=== seq_unlock_ctrl ===
seq_unlock_ctrl/layers.png
Only two layers are drawn.
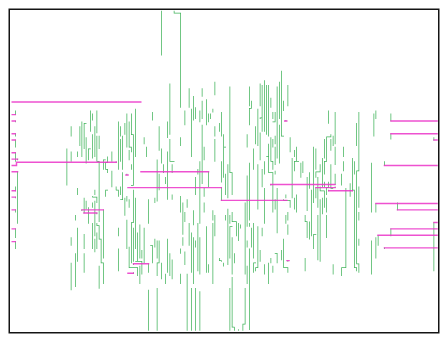

## src/rtl/seq_unlock_ctrl.sv

```systemverilog
// Sequencing controller: loads a candidate code, clears the serial detector, shifts the code in MSB first and reports pass/fail.
// Optional lockout after MAX_FAIL consecutive failures is enabled by defining SEQ_UNLOCK_LOCKOUT_EN.
module seq_unlock_ctrl #(
  parameter int CODE_W      = 24,
  parameter int MAX_FAIL    = 3,
  parameter int LOCK_CYCLES = 256,
  parameter int RESP_WIN    = 2
) (
  input  logic                            clk,
  input  logic                            RESET,
  input  logic                            code_valid,
  input  logic [CODE_W-1:0]               code_data,
  output logic                            code_ready,
  output logic                            det_in,
  output logic                            det_rst_n,
  input  logic                            det_out,
  output logic                            done,
  output logic                            pass,
  output logic                            locked,
  output logic [$clog2(MAX_FAIL+1)-1:0]   fail_cnt
);

  localparam int FCW = $clog2(MAX_FAIL + 1);
  localparam int BCW = (CODE_W > 1) ? $clog2(CODE_W) : 1;
  localparam int WCW = (RESP_WIN > 1) ? $clog2(RESP_WIN) : 1;
`ifdef SEQ_UNLOCK_LOCKOUT_EN
  localparam int LCW = $clog2(LOCK_CYCLES);
`endif

  typedef enum logic [2:0] {
    IDLE    = 3'd0,
    CLEAR   = 3'd1,
    SHIFT   = 3'd2,
    WAIT    = 3'd3,
    REPORT  = 3'd4
`ifdef SEQ_UNLOCK_LOCKOUT_EN
    , LOCKOUT = 3'd5
`endif
  } state_t;

  state_t            state_r, state_nxt_s;
  logic [CODE_W-1:0] shift_r, shift_nxt_s;
  logic [BCW-1:0]    bit_cnt_r, bit_cnt_nxt_s;
  logic [WCW-1:0]    win_cnt_r, win_cnt_nxt_s;
  logic              spur_r, spur_nxt_s;
  logic              result_r, result_nxt_s;
  logic [FCW-1:0]    fail_cnt_r, fail_cnt_nxt_s;
`ifdef SEQ_UNLOCK_LOCKOUT_EN
  logic [LCW-1:0]    lock_cnt_r, lock_cnt_nxt_s;
`endif
  logic code_ready_r, det_in_r, det_rst_n_r, done_r, pass_r, locked_r;
  logic code_ready_nxt_s, det_in_nxt_s, det_rst_n_nxt_s, done_nxt_s, pass_nxt_s, locked_nxt_s;

  function automatic logic [FCW-1:0] sat_inc(input logic [FCW-1:0] v);
    if (v >= FCW'(MAX_FAIL)) begin
      return FCW'(MAX_FAIL);
    end else begin
      return v + FCW'(1);
    end
  endfunction

  // Next-state, datapath and fail-count update logic
  always_comb begin
    state_nxt_s    = state_r;
    shift_nxt_s    = shift_r;
    bit_cnt_nxt_s  = bit_cnt_r;
    win_cnt_nxt_s  = win_cnt_r;
    spur_nxt_s     = spur_r;
    result_nxt_s   = result_r;
    fail_cnt_nxt_s = fail_cnt_r;
`ifdef SEQ_UNLOCK_LOCKOUT_EN
    lock_cnt_nxt_s = lock_cnt_r;
`endif
    case (state_r)
      IDLE: begin
        if (code_valid) begin
          shift_nxt_s   = code_data;
          bit_cnt_nxt_s = BCW'(CODE_W - 1);
          spur_nxt_s    = 1'b0;
          result_nxt_s  = 1'b0;
          state_nxt_s   = CLEAR;
        end else begin
          state_nxt_s   = IDLE;
        end
      end
      CLEAR: state_nxt_s = SHIFT;
      SHIFT: begin
        // A match while bits are still going in cannot be genuine
        spur_nxt_s  = spur_r | det_out;
        shift_nxt_s = {shift_r[CODE_W-2:0], 1'b0};
        if (bit_cnt_r == BCW'(0)) begin
          win_cnt_nxt_s = WCW'(RESP_WIN - 1);
          state_nxt_s   = WAIT;
        end else begin
          bit_cnt_nxt_s = bit_cnt_r - BCW'(1);
        end
      end
      WAIT: begin
        if (det_out || (win_cnt_r == WCW'(0))) begin
          result_nxt_s = det_out & ~spur_r;
          if (det_out && !spur_r) begin
            fail_cnt_nxt_s = FCW'(0);
          end else begin
            fail_cnt_nxt_s = sat_inc(fail_cnt_r);
          end
          state_nxt_s = REPORT;
        end else begin
          win_cnt_nxt_s = win_cnt_r - WCW'(1);
        end
      end
      REPORT: begin
`ifdef SEQ_UNLOCK_LOCKOUT_EN
        if (!result_r && (fail_cnt_r == FCW'(MAX_FAIL))) begin
          lock_cnt_nxt_s = LCW'(LOCK_CYCLES - 1);
          state_nxt_s    = LOCKOUT;
        end else begin
          state_nxt_s    = IDLE;
        end
`else
        state_nxt_s = IDLE;
`endif
      end
`ifdef SEQ_UNLOCK_LOCKOUT_EN
      LOCKOUT: begin
        if (lock_cnt_r == LCW'(0)) begin
          fail_cnt_nxt_s = FCW'(0);
          state_nxt_s    = IDLE;
        end else begin
          lock_cnt_nxt_s = lock_cnt_r - LCW'(1);
        end
      end
`endif
      default: state_nxt_s = IDLE;
    endcase
  end

  // Outputs are registered from the next state so they line up with the state they describe
  assign code_ready_nxt_s = (state_nxt_s == IDLE);
  assign det_in_nxt_s     = (state_nxt_s == SHIFT) & shift_nxt_s[CODE_W-1];
  assign det_rst_n_nxt_s  = (state_nxt_s != CLEAR);
  assign done_nxt_s       = (state_nxt_s == REPORT);
  assign pass_nxt_s       = (state_nxt_s == REPORT) & result_nxt_s;
`ifdef SEQ_UNLOCK_LOCKOUT_EN
  assign locked_nxt_s     = (state_nxt_s == LOCKOUT);
`else
  assign locked_nxt_s     = 1'b0;
`endif

  // State, datapath and output registers
  always_ff @(posedge clk or negedge RESET) begin
    if (!RESET) begin
      state_r      <= IDLE;
      shift_r      <= CODE_W'(0);
      bit_cnt_r    <= BCW'(0);
      win_cnt_r    <= WCW'(0);
      spur_r       <= 1'b0;
      result_r     <= 1'b0;
`ifdef SEQ_UNLOCK_LOCKOUT_EN
      lock_cnt_r   <= LCW'(0);
`else
      fail_cnt_r   <= FCW'(0);
`endif
      code_ready_r <= 1'b0;
      det_in_r     <= 1'b0;
      det_rst_n_r  <= 1'b0;
      done_r       <= 1'b0;
      pass_r       <= 1'b0;
      locked_r     <= 1'b0;
    end else begin
      state_r      <= state_nxt_s;
      shift_r      <= shift_nxt_s;
      bit_cnt_r    <= bit_cnt_nxt_s;
      win_cnt_r    <= win_cnt_nxt_s;
      spur_r       <= spur_nxt_s;
      result_r     <= result_nxt_s;
`ifdef SEQ_UNLOCK_LOCKOUT_EN
      lock_cnt_r   <= lock_cnt_nxt_s;
`else
      fail_cnt_r   <= fail_cnt_nxt_s;
`endif
      code_ready_r <= code_ready_nxt_s;
      det_in_r     <= det_in_nxt_s;
      det_rst_n_r  <= det_rst_n_nxt_s;
      done_r       <= done_nxt_s;
      pass_r       <= pass_nxt_s;
      locked_r     <= locked_nxt_s;
    end
  end

`ifdef SEQ_UNLOCK_LOCKOUT_EN
  // Fail counter deliberately survives RESET so a reset cannot bypass the lockout
  always_ff @(posedge clk) begin
    fail_cnt_r <= fail_cnt_nxt_s;
  end
`endif

  assign code_ready = code_ready_r;
  assign det_in     = det_in_r;
  assign det_rst_n  = det_rst_n_r;
  assign done       = done_r;
  assign pass       = pass_r;
  assign locked     = locked_r;
  assign fail_cnt   = fail_cnt_r;

endmodule

```

## config.mk

```make
export PLATFORM = sky130hd
export DESIGN_NAME = seq_unlock_ctrl
export DESIGN_NICKNAME = d
export VERILOG_FILES = /design/src/rtl/seq_unlock_ctrl.sv
export SDC_FILE = /design/constraint.sdc
export NUM_CORES = 1
export LEC_CHECK = 0
export CAP_MARGIN = 15
export CORE_ASPECT_RATIO = 0.7
export CORE_MARGIN = 8
export CORE_UTILIZATION = 45
export DETAILED_ROUTE_END_ITERATION = 6
export PLACE_DENSITY = 0.81
export SYNTH_ARGS = -nofsm -noshare
export SYNTH_HDL_FRONTEND = slang
export SYNTH_SLANG_ARGS = --single-unit
```

## constraint.sdc

```tcl
create_clock -name clk -period 2.4 [get_ports clk]
set_input_delay 0.48 -clock clk [delete_from_list [all_inputs] [get_ports clk]]
set_output_delay 0.48 -clock clk [all_outputs]
set_load 0.02 [all_outputs]
```

=== lookahead_multiport_ram ===
===== config.mk =====
export PLATFORM = sky130hd
export DESIGN_NAME = lookahead_multiport_ram
export DESIGN_NICKNAME = d
export VERILOG_FILES = /design/src/rtl/lookahead_multiport_ram.sv
export SDC_FILE = /design/constraint.sdc
export NUM_CORES = 1
export LEC_CHECK = 0
export CORE_ASPECT_RATIO = 0.75
export CORE_MARGIN = 4
export CORE_UTILIZATION = 35
export DETAILED_ROUTE_END_ITERATION = 8
export HOLD_SLACK_MARGIN = 0.15
export SYNTH_ARGS = -nofsm -noshare
export SYNTH_HDL_FRONTEND = slang
export SYNTH_SLANG_ARGS = --single-unit

===== constraint.sdc =====
create_clock -name clk -period 7.45 [get_ports clk]
set_input_delay 2.235 -clock clk [delete_from_list [all_inputs] [get_ports clk]]
set_output_delay 2.235 -clock clk [all_outputs]
set_load 0.03 [all_outputs]

===== src/rtl/lookahead_multiport_ram.sv =====
// Multi-read-port RAM with one byte-enabled write port, a registered read path
// and same-cycle write-to-read bypass. A background zero fill runs after reset
// (optional) or on a clear pulse. While the fill runs, writes stall and reads return zero.
module lookahead_multiport_ram #(
  parameter int DATA_WIDTH     = 32,
  parameter int DEPTH          = 16,
  parameter int NUM_RD_PORTS   = 2,
  parameter int CLEAR_ON_RESET = 1,
  localparam int ADDRESS_WIDTH = (DEPTH > 1) ? $clog2(DEPTH) : 1,
  localparam int BE_WIDTH      = DATA_WIDTH / 8
) (
  input  logic                                  clk,
  input  logic                                  reset,
  input  logic [ADDRESS_WIDTH-1:0]              wr_address,
  input  logic [DATA_WIDTH-1:0]                 wr_writedata,
  input  logic [BE_WIDTH-1:0]                   wr_byteenable,
  input  logic                                  wr_write,
  output logic                                  wr_waitrequest,
  input  logic                                  clear,
  input  logic [NUM_RD_PORTS*ADDRESS_WIDTH-1:0] rd_address,
  output logic [NUM_RD_PORTS*DATA_WIDTH-1:0]    rd_readdata
);

  localparam logic [ADDRESS_WIDTH-1:0] LAST_ADDR = ADDRESS_WIDTH'(DEPTH - 1);
  localparam logic [ADDRESS_WIDTH-1:0] ADDR_ONE  = ADDRESS_WIDTH'(1);

  // ST_RESET holds while reset is high so that the first edge after release
  // only decides between filling and going ready, without touching memory.
  typedef enum logic [1:0] {ST_RESET, ST_CLEAR, ST_READY} state_e;

  state_e                               state_q, state_d;
  logic [ADDRESS_WIDTH-1:0]             cnt_q, cnt_d;
  logic                                 wr_waitrequest_q, wr_waitrequest_d;
  logic [NUM_RD_PORTS*DATA_WIDTH-1:0]   rd_readdata_q, rd_readdata_d;
  logic [DATA_WIDTH-1:0]                mem_q [DEPTH];

  logic [DATA_WIDTH-1:0]                wr_mask;
  logic                                 wr_accept;
  logic                                 mem_we;
  logic [ADDRESS_WIDTH-1:0]             mem_waddr;
  logic [DATA_WIDTH-1:0]                mem_wdata;
  logic [DATA_WIDTH-1:0]                mem_wmask;
  logic [ADDRESS_WIDTH-1:0]             rd_addr;
  logic [DATA_WIDTH-1:0]                rd_word;

  // Fill sequencing: next state, fill counter and busy flag
  always_comb begin
    state_d = state_q;
    cnt_d   = cnt_q;
    case (state_q)
      ST_RESET: begin
        cnt_d   = LAST_ADDR;
        state_d = (CLEAR_ON_RESET != 0) ? ST_CLEAR : ST_READY;
      end
      ST_CLEAR: begin
        if (cnt_q == '0) state_d = ST_READY;
        else             cnt_d   = cnt_q - ADDR_ONE;
      end
      ST_READY: begin
        if (clear) begin
          state_d = ST_CLEAR;
          cnt_d   = LAST_ADDR;
        end
      end
      default: state_d = ST_RESET;
    endcase
    wr_waitrequest_d = (state_d != ST_READY);
  end

  // Write acceptance, byte mask and the single memory write port (fill has priority)
  always_comb begin
    wr_mask = '0;
    for (int unsigned k = 0; k < BE_WIDTH; k++) begin
      wr_mask[k*8 +: 8] = {8{wr_byteenable[k]}};
    end
    wr_accept = !reset && wr_write && !wr_waitrequest_q && (int'(wr_address) < DEPTH);
    mem_we    = 1'b0;
    mem_waddr = wr_address;
    mem_wdata = wr_writedata;
    mem_wmask = wr_mask;
    if (!reset && state_q == ST_CLEAR) begin
      mem_we    = 1'b1;
      mem_waddr = cnt_q;
      mem_wdata = '0;
      mem_wmask = '1;
    end else if (wr_accept) begin
      mem_we    = 1'b1;
    end
  end

  // Per-port read data with the accepted write merged in when addresses match
  always_comb begin
    rd_readdata_d = '0;
    rd_addr       = '0;
    rd_word       = '0;
    for (int unsigned i = 0; i < NUM_RD_PORTS; i++) begin
      rd_addr = rd_address[i*ADDRESS_WIDTH +: ADDRESS_WIDTH];
      rd_word = '0;
      if (!reset && state_q != ST_CLEAR && int'(rd_addr) < DEPTH) begin
        rd_word = mem_q[rd_addr];
        if (wr_accept && wr_address == rd_addr) begin
          rd_word = (rd_word & ~wr_mask) | (wr_writedata & wr_mask);
        end
      end
      rd_readdata_d[i*DATA_WIDTH +: DATA_WIDTH] = rd_word;
    end
  end

  // Control and output registers with synchronous reset
  always_ff @(posedge clk) begin
    if (reset) begin
      state_q          <= ST_RESET;
      cnt_q            <= LAST_ADDR;
      wr_waitrequest_q <= 1'b1;
      rd_readdata_q    <= '0;
    end else begin
      state_q          <= state_d;
      cnt_q            <= cnt_d;
      wr_waitrequest_q <= wr_waitrequest_d;
      rd_readdata_q    <= rd_readdata_d;
    end
  end

  // Storage array; contents are not reset so they persist when no fill runs
  always_ff @(posedge clk) begin
    if (mem_we) begin
      mem_q[mem_waddr] <= (mem_q[mem_waddr] & ~mem_wmask) | (mem_wdata & mem_wmask);
    end
  end

  assign wr_waitrequest = wr_waitrequest_q;
  assign rd_readdata    = rd_readdata_q;

endmodule


=== uat_tx_arb_flat ===
==> config.mk <==
export PLATFORM = sky130hd
export DESIGN_NAME = uat_tx_arb_flat
export DESIGN_NICKNAME = d
export VERILOG_FILES = /design/src/rtl/uat_tx_arb_if.sv /design/src/rtl/uat_tx_arb.sv /design/src/flat_wrapper.sv
export SDC_FILE = /design/constraint.sdc
export NUM_CORES = 1
export LEC_CHECK = 0
export CAP_MARGIN = 20
export CORE_MARGIN = 2
export CORE_UTILIZATION = 34
export CTS_CLUSTER_SIZE = 40
export DETAILED_ROUTE_END_ITERATION = 8
export SETUP_SLACK_MARGIN = 0.1
export SLEW_MARGIN = 20
export SYNTH_ARGS = -nofsm -noshare
export SYNTH_HDL_FRONTEND = slang
export SYNTH_SLANG_ARGS = --single-unit
==> constraint.sdc <==
create_clock -name clk -period 5.2 [get_ports clk]
set_input_delay 1.04 -clock clk [delete_from_list [all_inputs] [get_ports clk]]
set_output_delay 1.04 -clock clk [all_outputs]
set_load 0.005 [all_outputs]
==> src/rtl/uat_tx_arb_if.sv <==
// Handshake bundle between requesters, the UART TX arbiter and the transmitter datapath.
// master = arbiter side, slave = requester/transmitter side.
interface uat_tx_arb_if #(
  parameter int NREQ = 4,
  parameter int DW   = 8
);
  logic [NREQ-1:0]    req_valid;
  logic [NREQ*DW-1:0] req_data;
  logic [NREQ-1:0]    req_ack;
  logic               tx_busy;
  logic               tx_load;
  logic [DW-1:0]      tx_data;
  logic [1:0]         grant_id;
  logic               arb_busy;
  logic               err_clr;
  logic               timeout_err;

  modport master (
    input  req_valid, req_data, tx_busy, err_clr,
    output req_ack, tx_load, tx_data, grant_id, arb_busy, timeout_err
  );

  modport slave (
    output req_valid, req_data, tx_busy, err_clr,
    input  req_ack, tx_load, tx_data, grant_id, arb_busy, timeout_err
  );
endinterface

==> src/rtl/uat_tx_arb.sv <==
// Round-robin arbiter sharing one UART TX among NREQ requesters; load/ack one cycle after the grant edge,
// no grant while tx_busy, requesters hold req_valid until ack. UAT_TX_ARB_PRIO0_EN: requester 0 strict priority.
module uat_tx_arb #(
  parameter int NREQ   = 4,
  parameter int DW     = 8,
  parameter int TO_CYC = 16
) (
  input  logic          clk,
  input  logic          rst,
  uat_tx_arb_if.master  bus
);

  typedef enum logic [1:0] {IDLE, LOAD, WAIT_START, WAIT_DONE} state_t;

  state_t            state;
  logic [1:0]        last_grant;
  logic [1:0]        win;
  logic              found;
  logic [2:0]        idx;
  logic [7:0]        cnt;
  logic              tx_load_q;
  logic [DW-1:0]     tx_data_q;
  logic [NREQ-1:0]   ack_q;
  logic [1:0]        grant_q;
  logic              arb_busy_q;
  logic              err_q;

  always_comb begin
    win   = '0;
    found = 1'b0;
    idx   = '0;
    for (int k = 1; k <= NREQ; k++) begin
      idx = {1'b0, last_grant} + 3'(k);
      if (idx >= 3'(NREQ)) idx = idx - 3'(NREQ);
      if (!found && bus.req_valid[idx[1:0]]) begin
        win   = idx[1:0];
        found = 1'b1;
      end
    end
`ifdef UAT_TX_ARB_PRIO0_EN
    if (bus.req_valid[0]) win = 2'd0;
`endif
  end

  always_ff @(posedge clk) begin
    if (rst) begin
      state      <= IDLE;
      last_grant <= 2'(NREQ - 1);
      cnt        <= '0;
      tx_load_q  <= 1'b0;
      tx_data_q  <= '0;
      ack_q      <= '0;
      grant_q    <= '0;
      arb_busy_q <= 1'b0;
      err_q      <= 1'b0;
    end else begin
      tx_load_q <= 1'b0;
      ack_q     <= '0;
      // a timeout on the same edge overrides this clear
      if (bus.err_clr) err_q <= 1'b0;
      case (state)
        IDLE: begin
          if (!bus.tx_busy && |bus.req_valid) begin
            tx_data_q  <= bus.req_data[DW*int'(win) +: DW];
            grant_q    <= win;
`ifdef UAT_TX_ARB_PRIO0_EN
            // priority grants to 0 leave the rotation pointer of the others untouched
            if (win != 2'd0) last_grant <= win;
`else
            last_grant <= win;
`endif
            tx_load_q  <= 1'b1;
            ack_q[win] <= 1'b1;
            arb_busy_q <= 1'b1;
            state      <= LOAD;
          end
        end
        LOAD: begin
          cnt   <= '0;
          state <= WAIT_START;
        end
        WAIT_START: begin
          if (bus.tx_busy) begin
            state <= WAIT_DONE;
          end else if (cnt == 8'(TO_CYC - 1)) begin
            err_q      <= 1'b1;
            arb_busy_q <= 1'b0;
            state      <= IDLE;
          end else begin
            cnt <= cnt + 8'd1;
          end
        end
        WAIT_DONE: begin
          if (!bus.tx_busy) begin
            arb_busy_q <= 1'b0;
            state      <= IDLE;
          end
        end
        default: state <= IDLE;
      endcase
    end
  end

  assign bus.tx_load     = tx_load_q;
  assign bus.tx_data     = tx_data_q;
  assign bus.req_ack     = ack_q;
  assign bus.grant_id    = grant_q;
  assign bus.arb_busy    = arb_busy_q;
  assign bus.timeout_err = err_q;

endmodule

==> src/flat_wrapper.sv <==
// flat-port wrapper written by rule: the top's interface ports become plain ports
module uat_tx_arb_flat 
#(
  parameter int NREQ   = 4,
  parameter int DW     = 8,
  parameter int TO_CYC = 16
)
  (clk, rst, bus_req_valid, bus_req_data, bus_tx_busy, bus_err_clr, bus_req_ack, bus_tx_load, bus_tx_data, bus_grant_id, bus_arb_busy, bus_timeout_err);
  uat_tx_arb_if #(.NREQ(NREQ), .DW(DW)) bus_i ();
  input  logic clk;
  input  logic rst;
  input wire logic [$bits(bus_i.req_valid)-1:0] bus_req_valid;
  input wire logic [$bits(bus_i.req_data)-1:0] bus_req_data;
  input wire logic [$bits(bus_i.tx_busy)-1:0] bus_tx_busy;
  input wire logic [$bits(bus_i.err_clr)-1:0] bus_err_clr;
  output wire logic [$bits(bus_i.req_ack)-1:0] bus_req_ack;
  output wire logic [$bits(bus_i.tx_load)-1:0] bus_tx_load;
  output wire logic [$bits(bus_i.tx_data)-1:0] bus_tx_data;
  output wire logic [$bits(bus_i.grant_id)-1:0] bus_grant_id;
  output wire logic [$bits(bus_i.arb_busy)-1:0] bus_arb_busy;
  output wire logic [$bits(bus_i.timeout_err)-1:0] bus_timeout_err;
  assign bus_i.req_valid = bus_req_valid;
  assign bus_i.req_data = bus_req_data;
  assign bus_i.tx_busy = bus_tx_busy;
  assign bus_i.err_clr = bus_err_clr;
  assign bus_req_ack = bus_i.req_ack;
  assign bus_tx_load = bus_i.tx_load;
  assign bus_tx_data = bus_i.tx_data;
  assign bus_grant_id = bus_i.grant_id;
  assign bus_arb_busy = bus_i.arb_busy;
  assign bus_timeout_err = bus_i.timeout_err;
  uat_tx_arb #(.NREQ(NREQ), .DW(DW), .TO_CYC(TO_CYC)) u_core (.clk(clk), .rst(rst), .bus(bus_i));
endmodule
=== traveler_command_receiver ===
--- src/rtl/traveler_cmd_pkg.sv ---
// ============================================================================
// Module   : traveler_cmd_pkg
// Purpose  : Action codes and IDs for the traveler button command link.
// Revision : 1.0 - initial release
// ============================================================================
`default_nettype none

package traveler_cmd_pkg;

    localparam int ID_W = 3;

    localparam logic [7:0] CODE_MOVE     = 8'h06;
    localparam logic [7:0] CODE_THROW    = 8'h0A;
    localparam logic [7:0] CODE_INTERACT = 8'h12;
    localparam logic [7:0] CODE_GET      = 8'h22;
    localparam logic [7:0] CODE_PUT      = 8'h42;

    localparam logic [ID_W-1:0] ID_NONE     = 3'd0;
    localparam logic [ID_W-1:0] ID_MOVE     = 3'd1;
    localparam logic [ID_W-1:0] ID_THROW    = 3'd2;
    localparam logic [ID_W-1:0] ID_INTERACT = 3'd3;
    localparam logic [ID_W-1:0] ID_GET      = 3'd4;
    localparam logic [ID_W-1:0] ID_PUT      = 3'd5;

    typedef struct packed {
        logic            legal;
        logic [ID_W-1:0] id;
    } cmd_decode_t;

    // The five legal codes are exactly the values with [1:0]=10, [7]=0 and
    // [6:2] one-hot, so an exhaustive match is equivalent to the rule.
    function automatic cmd_decode_t decode_code(input logic [7:0] code);
        cmd_decode_t d;
        d.legal = 1'b1;
        d.id    = ID_NONE;
        case (code)
            CODE_MOVE:     d.id = ID_MOVE;
            CODE_THROW:    d.id = ID_THROW;
            CODE_INTERACT: d.id = ID_INTERACT;
            CODE_GET:      d.id = ID_GET;
            CODE_PUT:      d.id = ID_PUT;
            default:       d.legal = 1'b0;
        endcase
        return d;
    endfunction

endpackage

`default_nettype wire

--- src/rtl/cmd_fifo.sv ---
// ============================================================================
// Module   : cmd_fifo
// Purpose  : Parametric first-word-fall-through FIFO; push accepted when full
//            only if a pop happens in the same cycle.
// Revision : 1.0 - initial release
// ============================================================================
`default_nettype none

module cmd_fifo #(
    parameter int DEPTH = 4,
    parameter int WIDTH = 3
) (
    input  logic                     clk,
    input  logic                     rst_n,
    input  logic                     push_i,
    input  logic [WIDTH-1:0]         wdata_i,
    input  logic                     pop_i,
    output logic [WIDTH-1:0]         rdata_o,
    output logic                     full_o,
    output logic                     empty_o,
    output logic [$clog2(DEPTH):0]   level_o
);

    localparam int AW = $clog2(DEPTH);

    logic [WIDTH-1:0] mem_q [DEPTH];
    logic [AW-1:0]    wr_ptr_q;
    logic [AW-1:0]    rd_ptr_q;
    logic [AW:0]      level_q;
    logic             do_push;
    logic             do_pop;

    assign empty_o = (level_q == '0);
    assign full_o  = (level_q == (AW+1)'(DEPTH));
    assign level_o = level_q;
    assign rdata_o = empty_o ? '0 : mem_q[rd_ptr_q];

    assign do_pop  = pop_i && !empty_o;
    assign do_push = push_i && (!full_o || do_pop);

    // Power-of-two depth lets the pointers wrap by natural overflow.
    always_ff @(posedge clk or negedge rst_n) begin
        if (!rst_n) begin
            for (int i = 0; i < DEPTH; i++) mem_q[i] <= '0;
            wr_ptr_q <= '0;
            rd_ptr_q <= '0;
            level_q  <= '0;
        end else begin
            if (do_push) begin
                mem_q[wr_ptr_q] <= wdata_i;
                wr_ptr_q        <= wr_ptr_q + 1'b1;
            end
            if (do_pop) rd_ptr_q <= rd_ptr_q + 1'b1;
            case ({do_push, do_pop})
                2'b10:   level_q <= level_q + 1'b1;
                2'b01:   level_q <= level_q - 1'b1;
                default: level_q <= level_q;
            endcase
        end
    end

endmodule

`default_nettype wire

--- src/rtl/traveler_command_receiver.sv ---
// ============================================================================
// Module   : traveler_command_receiver
// Purpose  : Synchronizes the toggle-marked command word, decodes actions and
//            queues them for a valid/ready consumer with status reporting.
// Revision : 1.0 - initial release
// ============================================================================
`default_nettype none

module traveler_command_receiver
    import traveler_cmd_pkg::*;
#(
    parameter int FIFO_DEPTH  = 4,
    parameter int SYNC_STAGES = 2,
    parameter int CNT_W       = 8
) (
    input  logic                          clk,
    input  logic                          rst_n,
    input  logic [8:0]                    cmd_word,
    output logic                          cmd_valid,
    input  logic                          cmd_ready,
    output logic [ID_W-1:0]               cmd_id,
    output logic [$clog2(FIFO_DEPTH):0]   queue_level,
    output logic                          overflow,
    output logic [CNT_W-1:0]              illegal_cnt,
    input  logic                          clear_status
);

    localparam int WARM_CYC = SYNC_STAGES + 1;
    localparam int WARM_W   = $clog2(WARM_CYC + 1);

    logic [8:0]        sync_q [SYNC_STAGES];
    logic [8:0]        s;
    logic              mark_prev_q;
    logic [WARM_W-1:0] warm_cnt_q, warm_cnt_d;
    logic              warm_done;
    logic              evt;
    cmd_decode_t       dec;

    logic              evt_q;
    logic              legal_q;
    logic [ID_W-1:0]   id_q;

    logic              push;
    logic              pop;
    logic              fifo_full;
    logic              fifo_empty;

    logic              overflow_q, overflow_d;
    logic [CNT_W-1:0]  illegal_cnt_q, illegal_cnt_d;

    assign s         = sync_q[SYNC_STAGES-1];
    assign warm_done = (warm_cnt_q == WARM_W'(WARM_CYC));
    assign evt       = warm_done && (s[8] != mark_prev_q);
    assign dec       = decode_code(s[7:0]);
    assign warm_cnt_d = warm_done ? warm_cnt_q : warm_cnt_q + 1'b1;

    always_ff @(posedge clk or negedge rst_n) begin
        if (!rst_n) begin
            for (int i = 0; i < SYNC_STAGES; i++) sync_q[i] <= '0;
            mark_prev_q <= 1'b0;
            warm_cnt_q  <= '0;
        end else begin
            sync_q[0] <= cmd_word;
            for (int i = 1; i < SYNC_STAGES; i++) sync_q[i] <= sync_q[i-1];
            mark_prev_q <= s[8];
            warm_cnt_q  <= warm_cnt_d;
        end
    end

    // Decoded event is registered once so the push lands SYNC_STAGES+1 edges
    // after the toggle.
    always_ff @(posedge clk or negedge rst_n) begin
        if (!rst_n) begin
            evt_q   <= 1'b0;
            legal_q <= 1'b0;
            id_q    <= ID_NONE;
        end else begin
            evt_q   <= evt;
            legal_q <= dec.legal;
            id_q    <= dec.id;
        end
    end

    assign push = evt_q && legal_q;
    assign pop  = cmd_valid && cmd_ready;

    cmd_fifo #(
        .DEPTH (FIFO_DEPTH),
        .WIDTH (ID_W)
    ) u_fifo (
        .clk     (clk),
        .rst_n   (rst_n),
        .push_i  (push),
        .wdata_i (id_q),
        .pop_i   (pop),
        .rdata_o (cmd_id),
        .full_o  (fifo_full),
        .empty_o (fifo_empty),
        .level_o (queue_level)
    );

    assign cmd_valid = !fifo_empty;

    always_comb begin
        overflow_d    = overflow_q;
        illegal_cnt_d = illegal_cnt_q;
        if (clear_status) begin
            overflow_d    = 1'b0;
            illegal_cnt_d = '0;
        end else begin
            if (push && fifo_full && !pop) overflow_d = 1'b1;
            if (evt_q && !legal_q && (illegal_cnt_q != '1))
                illegal_cnt_d = illegal_cnt_q + 1'b1;
        end
    end

    always_ff @(posedge clk or negedge rst_n) begin
        if (!rst_n) begin
            overflow_q    <= 1'b0;
            illegal_cnt_q <= '0;
        end else begin
            overflow_q    <= overflow_d;
            illegal_cnt_q <= illegal_cnt_d;
        end
    end

    assign overflow    = overflow_q;
    assign illegal_cnt = illegal_cnt_q;

endmodule

`default_nettype wire

--- config.mk ---
export PLATFORM = sky130hd
export DESIGN_NAME = traveler_command_receiver
export DESIGN_NICKNAME = d
export VERILOG_FILES = /design/src/rtl/traveler_cmd_pkg.sv /design/src/rtl/cmd_fifo.sv /design/src/rtl/traveler_command_receiver.sv
export SDC_FILE = /design/constraint.sdc
export NUM_CORES = 1
export LEC_CHECK = 0
export ABC_AREA = 0
export CAP_MARGIN = 5
export CORE_AREA = 2 2 69 71
export CTS_CLUSTER_DIAMETER = 120
export CTS_CLUSTER_SIZE = 12
export DETAILED_ROUTE_END_ITERATION = 16
export DIE_AREA = 0 0 71 73
export GPL_ROUTABILITY_DRIVEN = 1
export HOLD_SLACK_MARGIN = 0.02
export PLACE_DENSITY_LB_ADDON = 0.25
export SLEW_MARGIN = 5
export SYNTH_ARGS = -nofsm -noshare
export SYNTH_HDL_FRONTEND = slang
export SYNTH_SLANG_ARGS = --single-unit
--- constraint.sdc ---
create_clock -name clk -period 2.7 [get_ports clk]
set_clock_uncertainty 0.1 [all_clocks]
set_input_delay 0.405 -clock clk [delete_from_list [all_inputs] [get_ports clk]]
set_output_delay 0.405 -clock clk [all_outputs]
set_load 0.01 [all_outputs]
traveler_command_receiver/port_trees.png
Bar = 20 microns.
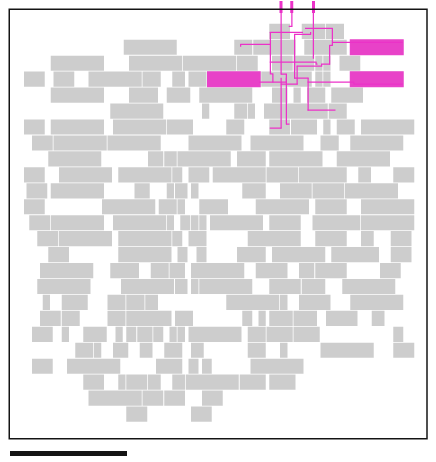
legend:
  magenta:
    port: queue_level
    bits: 3
    direction: output
    end_cells: 3
    buffers: 3
    wire: 150 microns
IO Port Bufs: 28
I/O Pins: 29

traveler_command_receiver/congestion_map.png
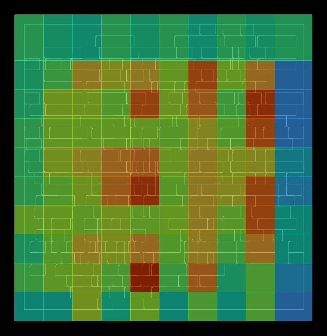
gr usage total: 0.160
GR Util met2: 0.277
met1 usage: 0.194

==> reports/metrics.cfg, traveler_command_receiver <==
[layout]
nonClkBufAreaFrac=0.109
nFlopsAndLatches=54
drive_gt1_frac=0.202

[drt]
drt-pass1-iter-count=4

[clock_tree]
post_cts_buffers=0
cts_tree=built
clock-sinks=54

[yosys]
most_common_cell=dfrtp_1
synth.distinct_cells=40
ys_ff=54
avgSynthCellArea_sq_um=14.1

[worst_hold_path]
whs_endpoint=s[2]

[sta]
setup_viol=0
finalSetupTns_ns=0

[power_and_ir_drop]
powerComb_w=0.000373

[floorplan]
coreArea_sq_mm=0.00454

[run_status]
status=complete, no violations

## traveler_command_receiver: through the flow
step | utilization | area, sq um | power [W] | instances | hold WS [ns]
6_report | 0.621 | 2820 | 0.00190 | 257 | 0.257
5_1_grt | 0.621 | 2820 | 0.00199 | 257 | 0.263
4_1_cts | 0.621 | 2820 | 0.00191 | 257 | 0.257
3_5_place_dp | 0.593 | 2690 | 0.00137 | 248 | 0.236
3_3_place_gp | 0.593 | 2690 | 0.00134 | 248 | 0.233
2_1_floorplan | - | 2330 | 0.00121 | 165 | 0.00941
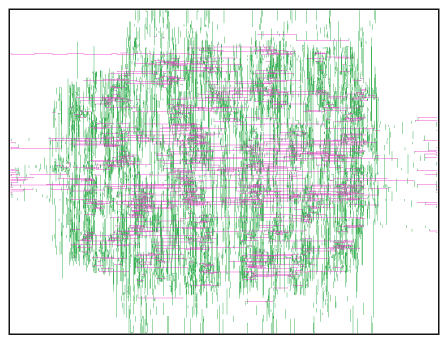
lookahead_multiport_ram/layers.png
Only two layers are drawn.
legend:
  magenta:
    layer: M3
    wire_length: 12100 microns
  green:
    layer: M2
    wire_length: 44.2 mm
final wirelength: 99500 microns
Vias: 21200

==> reports/metrics.cfg, lookahead_multiport_ram <==
[yosys]
yosysWarnings=0
yosysTopAreaCell=edfxtp_1
ys_seq_share=0.553
synth.distinct_cells=36
synth_nets=2190
most_common_cell=edfxtp_1
top_logic_kind=multiplexers
area_leaders=edfxtp_1 (51%), mux4_2 (24%), nand2_1 (5.0%), dfxtp_1 (4.7%), mux2i_1 (4.3%)
ys_ff=583
avgSynthCellArea_sq_um=14.2
synth-edff-count=512
ys_sh_simple=0.104
synth_stat.cells=2137

[placement]
dp_cells=3307
place_area_sq_mm=0.0332
dp_slack_ns=1.11

[floorplan]
rows=93
fp_util=0.354
tap_cells=1140
die_x_microns=348

[layout]
nFlopsAndLatches=583
mi_logic_area_sq_mm=0.0129
inverters_excl_clock=9
nonClkBufAreaFrac=0.0576
clock_buffers=67
finalNetCount=2283
clk_share=0.0580
final_cell_mix=edfxtp_1 (512), nand2_1 (405), mux4_2 (320)
comb_area_share=0.366
postLayoutCellArea_sq_mm=0.0352
num_antenna_cells=0
fillers=7684
largest_class=sequential cells
comb_cells=1372
mostFrequentLayoutCell=edfxtp_1

[critical_path]
reg2reg_to=mem_q[8][31]
startpoint=reset
setup.worst_path.end=mem_q[8][31]
r2r_start=state_q[0]

[clock_tree]
post_cts_buffers=0
cts_tree=built
cts-buffers-inserted=61
cts_buffer_depth=3

[global_route]
grt_pass1_vias=21200

[sta]
hold_viol=0
setup_viol=0
fin_crit_ns=5.76
rsz0062_at_grt=no

[flow_run]
warning_count=28

[power_and_ir_drop]
clkPwrFrac=0.392
p_comb_frac=0.140
power_switching_w=0.00206
swShare=0.260
powerComb_w=0.00111
maxPowerGroup=registers

[drt]
final_antenna_net_count=0

[worst_hold_path]
whs_endpoint=cnt_q[1]

[run_status]
status=complete, no violations

lookahead_multiport_ram: worst max-delay path: stages:
cell	delay (ns)
clkdlybuf4s50_1	0.55
or3b_2	0.68
mux2i_2	0.61
or2_2	0.63
buf_4	0.36
a21oi_1	0.07
nor4_1	0.40
a31oi_1	0.32
buf_4	0.26
lookahead_multiport_ram: routing by layer:
layer  GRT usage  share of wire
met1       0.294           0.39
met2       0.322           0.44
met3      0.0600           0.12
met4      0.0825          0.043
met5           0              0
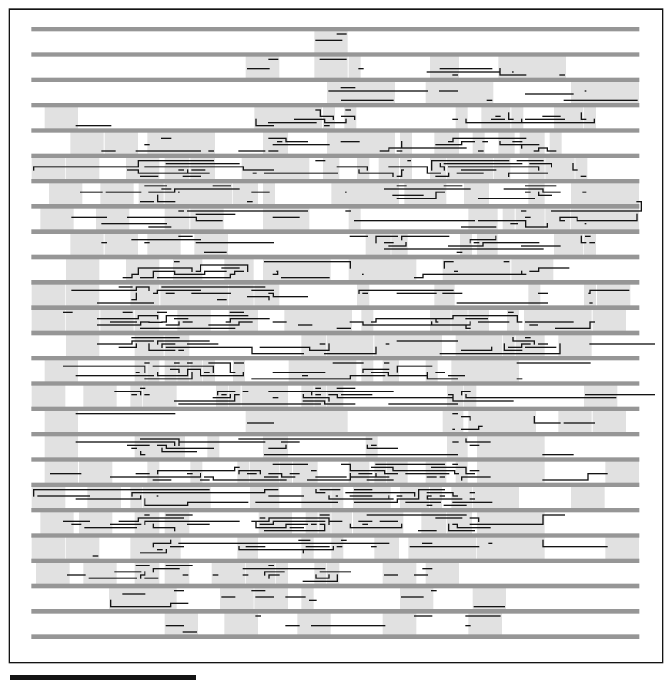
uat_tx_arb_flat/m1.png
Bar = 20 microns. Supply wires on this layer in gray. Cells faint in the background.
nets with wire on the layer: 227
main direction: horizontal
longest straight run: 22.5 microns
final wirelength: 3780 microns
met1 usage: 0.200
Vias: 1468

==> reports/metrics.cfg, uat_tx_arb_flat <==
[run_status]
status=complete, no violations

[layout]
largest_class=multi-input combinational cells
nonClkBufAreaFrac=0.260
mostFrequentLayoutCell=clkdlybuf4s50_1
syn_to_final_growth_pct=47.3
inverters_excl_clock=7
seq_share=0.266
num_antenna_cells=0
clk_share=0.0532

[yosys]
synth_nets=217
ys_async_sr_fraction=0
top_area_frac=0.391
yosysTopAreaCell=dfxtp_1
netlist_instances=176
yosysWarnings=0
synth_chip_area_sq_mm=0.00148
top_cells_by_count=nor2_1 (33), dfxtp_1 (29), nand2_1 (16)
synth_top_flop_cell=dfxtp_1
synth-edff-count=0
adder_share=0.00843
most_common_cell=nor2_1
top_logic_kind=AND-OR/OR-AND gates
synth_area_sq_mm=0.00148
ys_ff=29
area_leaders=dfxtp_1 (39%), nor2_1 (8.3%), mux2i_1 (6.1%), a211oi_1 (5.6%), o21bai_1 (4.6%)

[clock_tree]
cts_hold_buf=0
cts-buffers-inserted=5
cts_buffer_depth=2
clk_pin_slew_ns=0.07
cts_tree=built
clock-sinks=29

[critical_path]
r2r_setup_slack_ns=2.95
setup.worst_path.end=u_core.bus.tx_data[4]
worstPathMaxFanout=21
startpoint=bus_req_valid[3]
endpoint_kind=flop

[worst_hold_path]
hold_path.startpoint=u_core.bus.grant_id[1]

[power_and_ir_drop]
power_leakage_nw=0.868
ir_worst_vdd_mv=0.102

[placement]
numPortBuffers=56
gp_congestion=0.853
dp_cells=275
place_area_sq_mm=0.00207

[floorplan]
coreArea_sq_mm=0.00426
fp_util=0.348
dieArea_sq_mm=0.00491

[sta]
hold_viol=0
max_freq_mhz=315
finalSetupTns_ns=0
fin_ws_ns=2.02
timing.final.crit_share=0.611

[flow_run]
warning_count=26

[drt]
dr.first_iter.drc_count=71
dr_wl_met3_microns=358
final_antenna_net_count=0
via_per_inst=5.19

## uat_tx_arb_flat: where the power goes
part	total, W	leakage, nW	switching [W]	internal (W)
combinational	0.000136	0.572	0.0000610	0.0000748
clock	0.000242	0.0585	0.0000857	0.000156
sequential	0.000251	0.237	0.0000127	0.000238
## uat_tx_arb_flat: worst max-delay path, stage by stage
cell and delay, ns:
clkdlybuf4s50_1 0.56, or3b_1 0.51, o21ai_2 0.11, a21o_1 0.66, a221oi_1 0.23, a211oi_1 0.25
seq_unlock_ctrl/m1.png
Bar = 20 microns. Supply wires on this layer in gray. Cells faint in the background.
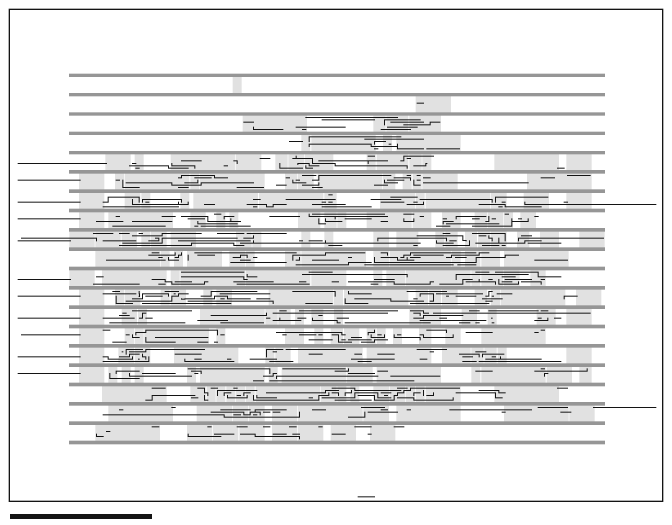
wire length on this layer: 1930 microns
longest straight run: 25.3 microns
main direction: horizontal
met1 usage: 0.183
Vias: 1456

Notes on seq_unlock_ctrl/layers.png above:
legend:
  magenta:
    layer: M3
    wire_length: 232 microns
  green:
    layer: M2
    wire_length: 1570 microns
gr usage total: 0.128
final wirelength: 3800 microns

==> reports/metrics.cfg, seq_unlock_ctrl <==
[run_status]
status=complete, no violations

[critical_path]
worstPathMaxFanout=23
startpoint=state_r[2]
startpoint_type=flop
r2r_start=state_r[2]
slowest_stage=and2_1
critical_path_class=flop to flop
max_stage_delay_ns=0.70
crit_chain=nor2_1, and2_1, o22ai_1, a21oi_1
r2r_setup_slack_ns=0.45

[clock_tree]
clock-sinks=41
clk_pin_slew_ns=0.07
cts_max_level=2
cts_buffer_depth=2
cts-buffers-inserted=5
post_cts_resized=0

[power_and_ir_drop]
ir_worst_vdd_mv=0.584
maxPowerGroup=registers
power_leakage_nw=0.954
pg_seq_w=0.00125
p_int_w=0.00176
power.density_mw_per_mm2=1270
fin_total_pwr_w=0.00288
swShare=0.389
p_comb_frac=0.410

[layout]
comb_area_share=0.307
finalNetCount=250
final_cell_mix=nor2_1 (47), dfrtp_1 (41), clkdlybuf4s50_1 (33)
nonClkBufAreaFrac=0.161
clk_share=0.0380
num_antenna_cells=0
buffers=38
syn_to_final_growth_pct=25.8
seq_share=0.451
inverters_excl_clock=9
drive_gt1_frac=0.0955
postLayoutCellArea_sq_mm=0.00227
nFlopsAndLatches=41

[drt]
dr_wl_met3_microns=231
via_per_inst=5.35
dr.first_iter.drc_count=99
wl_met1_microns=1930
topRoutingLayerUsed=met4
drt-pass1-iter-count=4
drc_errors=0

[sta]
fin_hold_ws_ns=0.309
worst_clock_skew_ns=0.00578
hold_viol=0

[yosys]
ys_sh_mux=0.00623
yosysWarnings=0
synth-edff-count=0
top_area_frac=0.568
top_cells_by_count=nor2_1 (47), dfrtp_1 (41), o22ai_1 (21)
ys_sh_simple=0.194
synth_nets=216
ys_sh_aoi=0.170

[floorplan]
io_pins=36
die_x_microns=91.7
dieArea_sq_mm=0.00633
die_h_microns=69.0
rows=19
fp_util=0.463

[global_route]
grt_pass1_vias=1412
use_met3=0.0465
grt_pass1_wl_microns=6690

[placement]
numPortBuffers=34
place_area_sq_mm=0.00219
dp_slack_ns=0.167
dp_cells=265

[worst_hold_path]
hold_class=input port to asynchronous set/reset pin

[seq_unlock_ctrl: registers in the layout (all words and copies together), names as in the netlist]
signal	flops
code_ready	1
det_in	1
done	1
det_rst_n	1
pass	1
win_cnt_r	1
fail_cnt	2
shift_r	24
state_r	3
spur_r	1
bit_cnt_r	5
[seq_unlock_ctrl: worst max-delay path, delay by kind of cell (launching register included)]
kind               cells  cell delay (ns)
DFF                    1             0.51
and+or+nand+nor        2             0.99
AOI/OAI and AO/OA      2             0.36


==> gallery <==
Sequential cells colored by netlist name.
panel A
Bar = 100 microns.
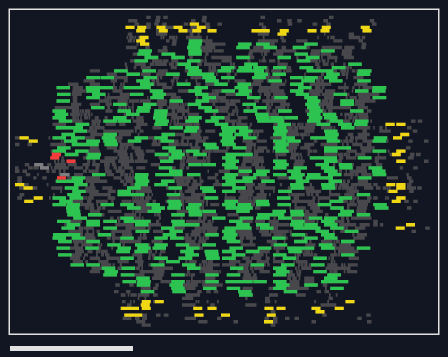
panel B
Bar = 20 microns.
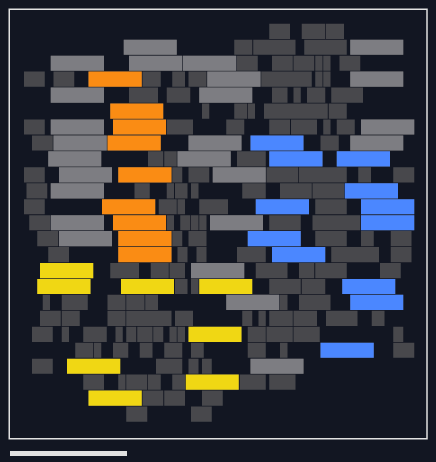
panel C
Bar = 20 microns.
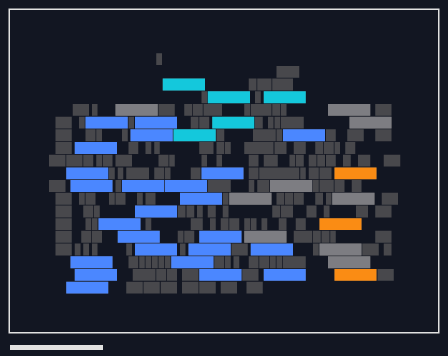
panel D
Bar = 20 microns.
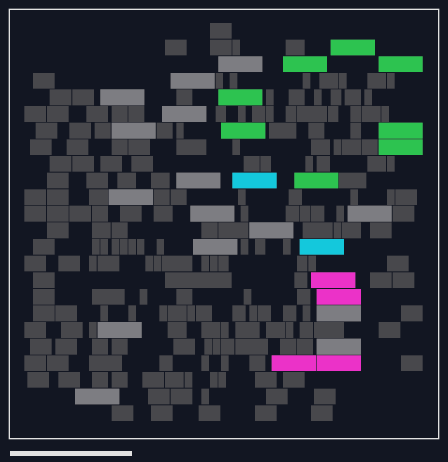
- panel C = seq_unlock_ctrl
- panel D = uat_tx_arb_flat
- panel A = lookahead_multiport_ram
- panel B = traveler_command_receiver
Of these, largest die: panel A
Of these, most cells: panel A

Key to panel C:
legend:
  orange:
    name_in_the_netlist: state_r
    flops: 3
  cyan:
    name_in_the_netlist: bit_cnt_r
    flops: 5
    where: north
  blue:
    name_in_the_netlist: shift_r
    flops: 24

Power is estimated from default activity; no workload was simulated.
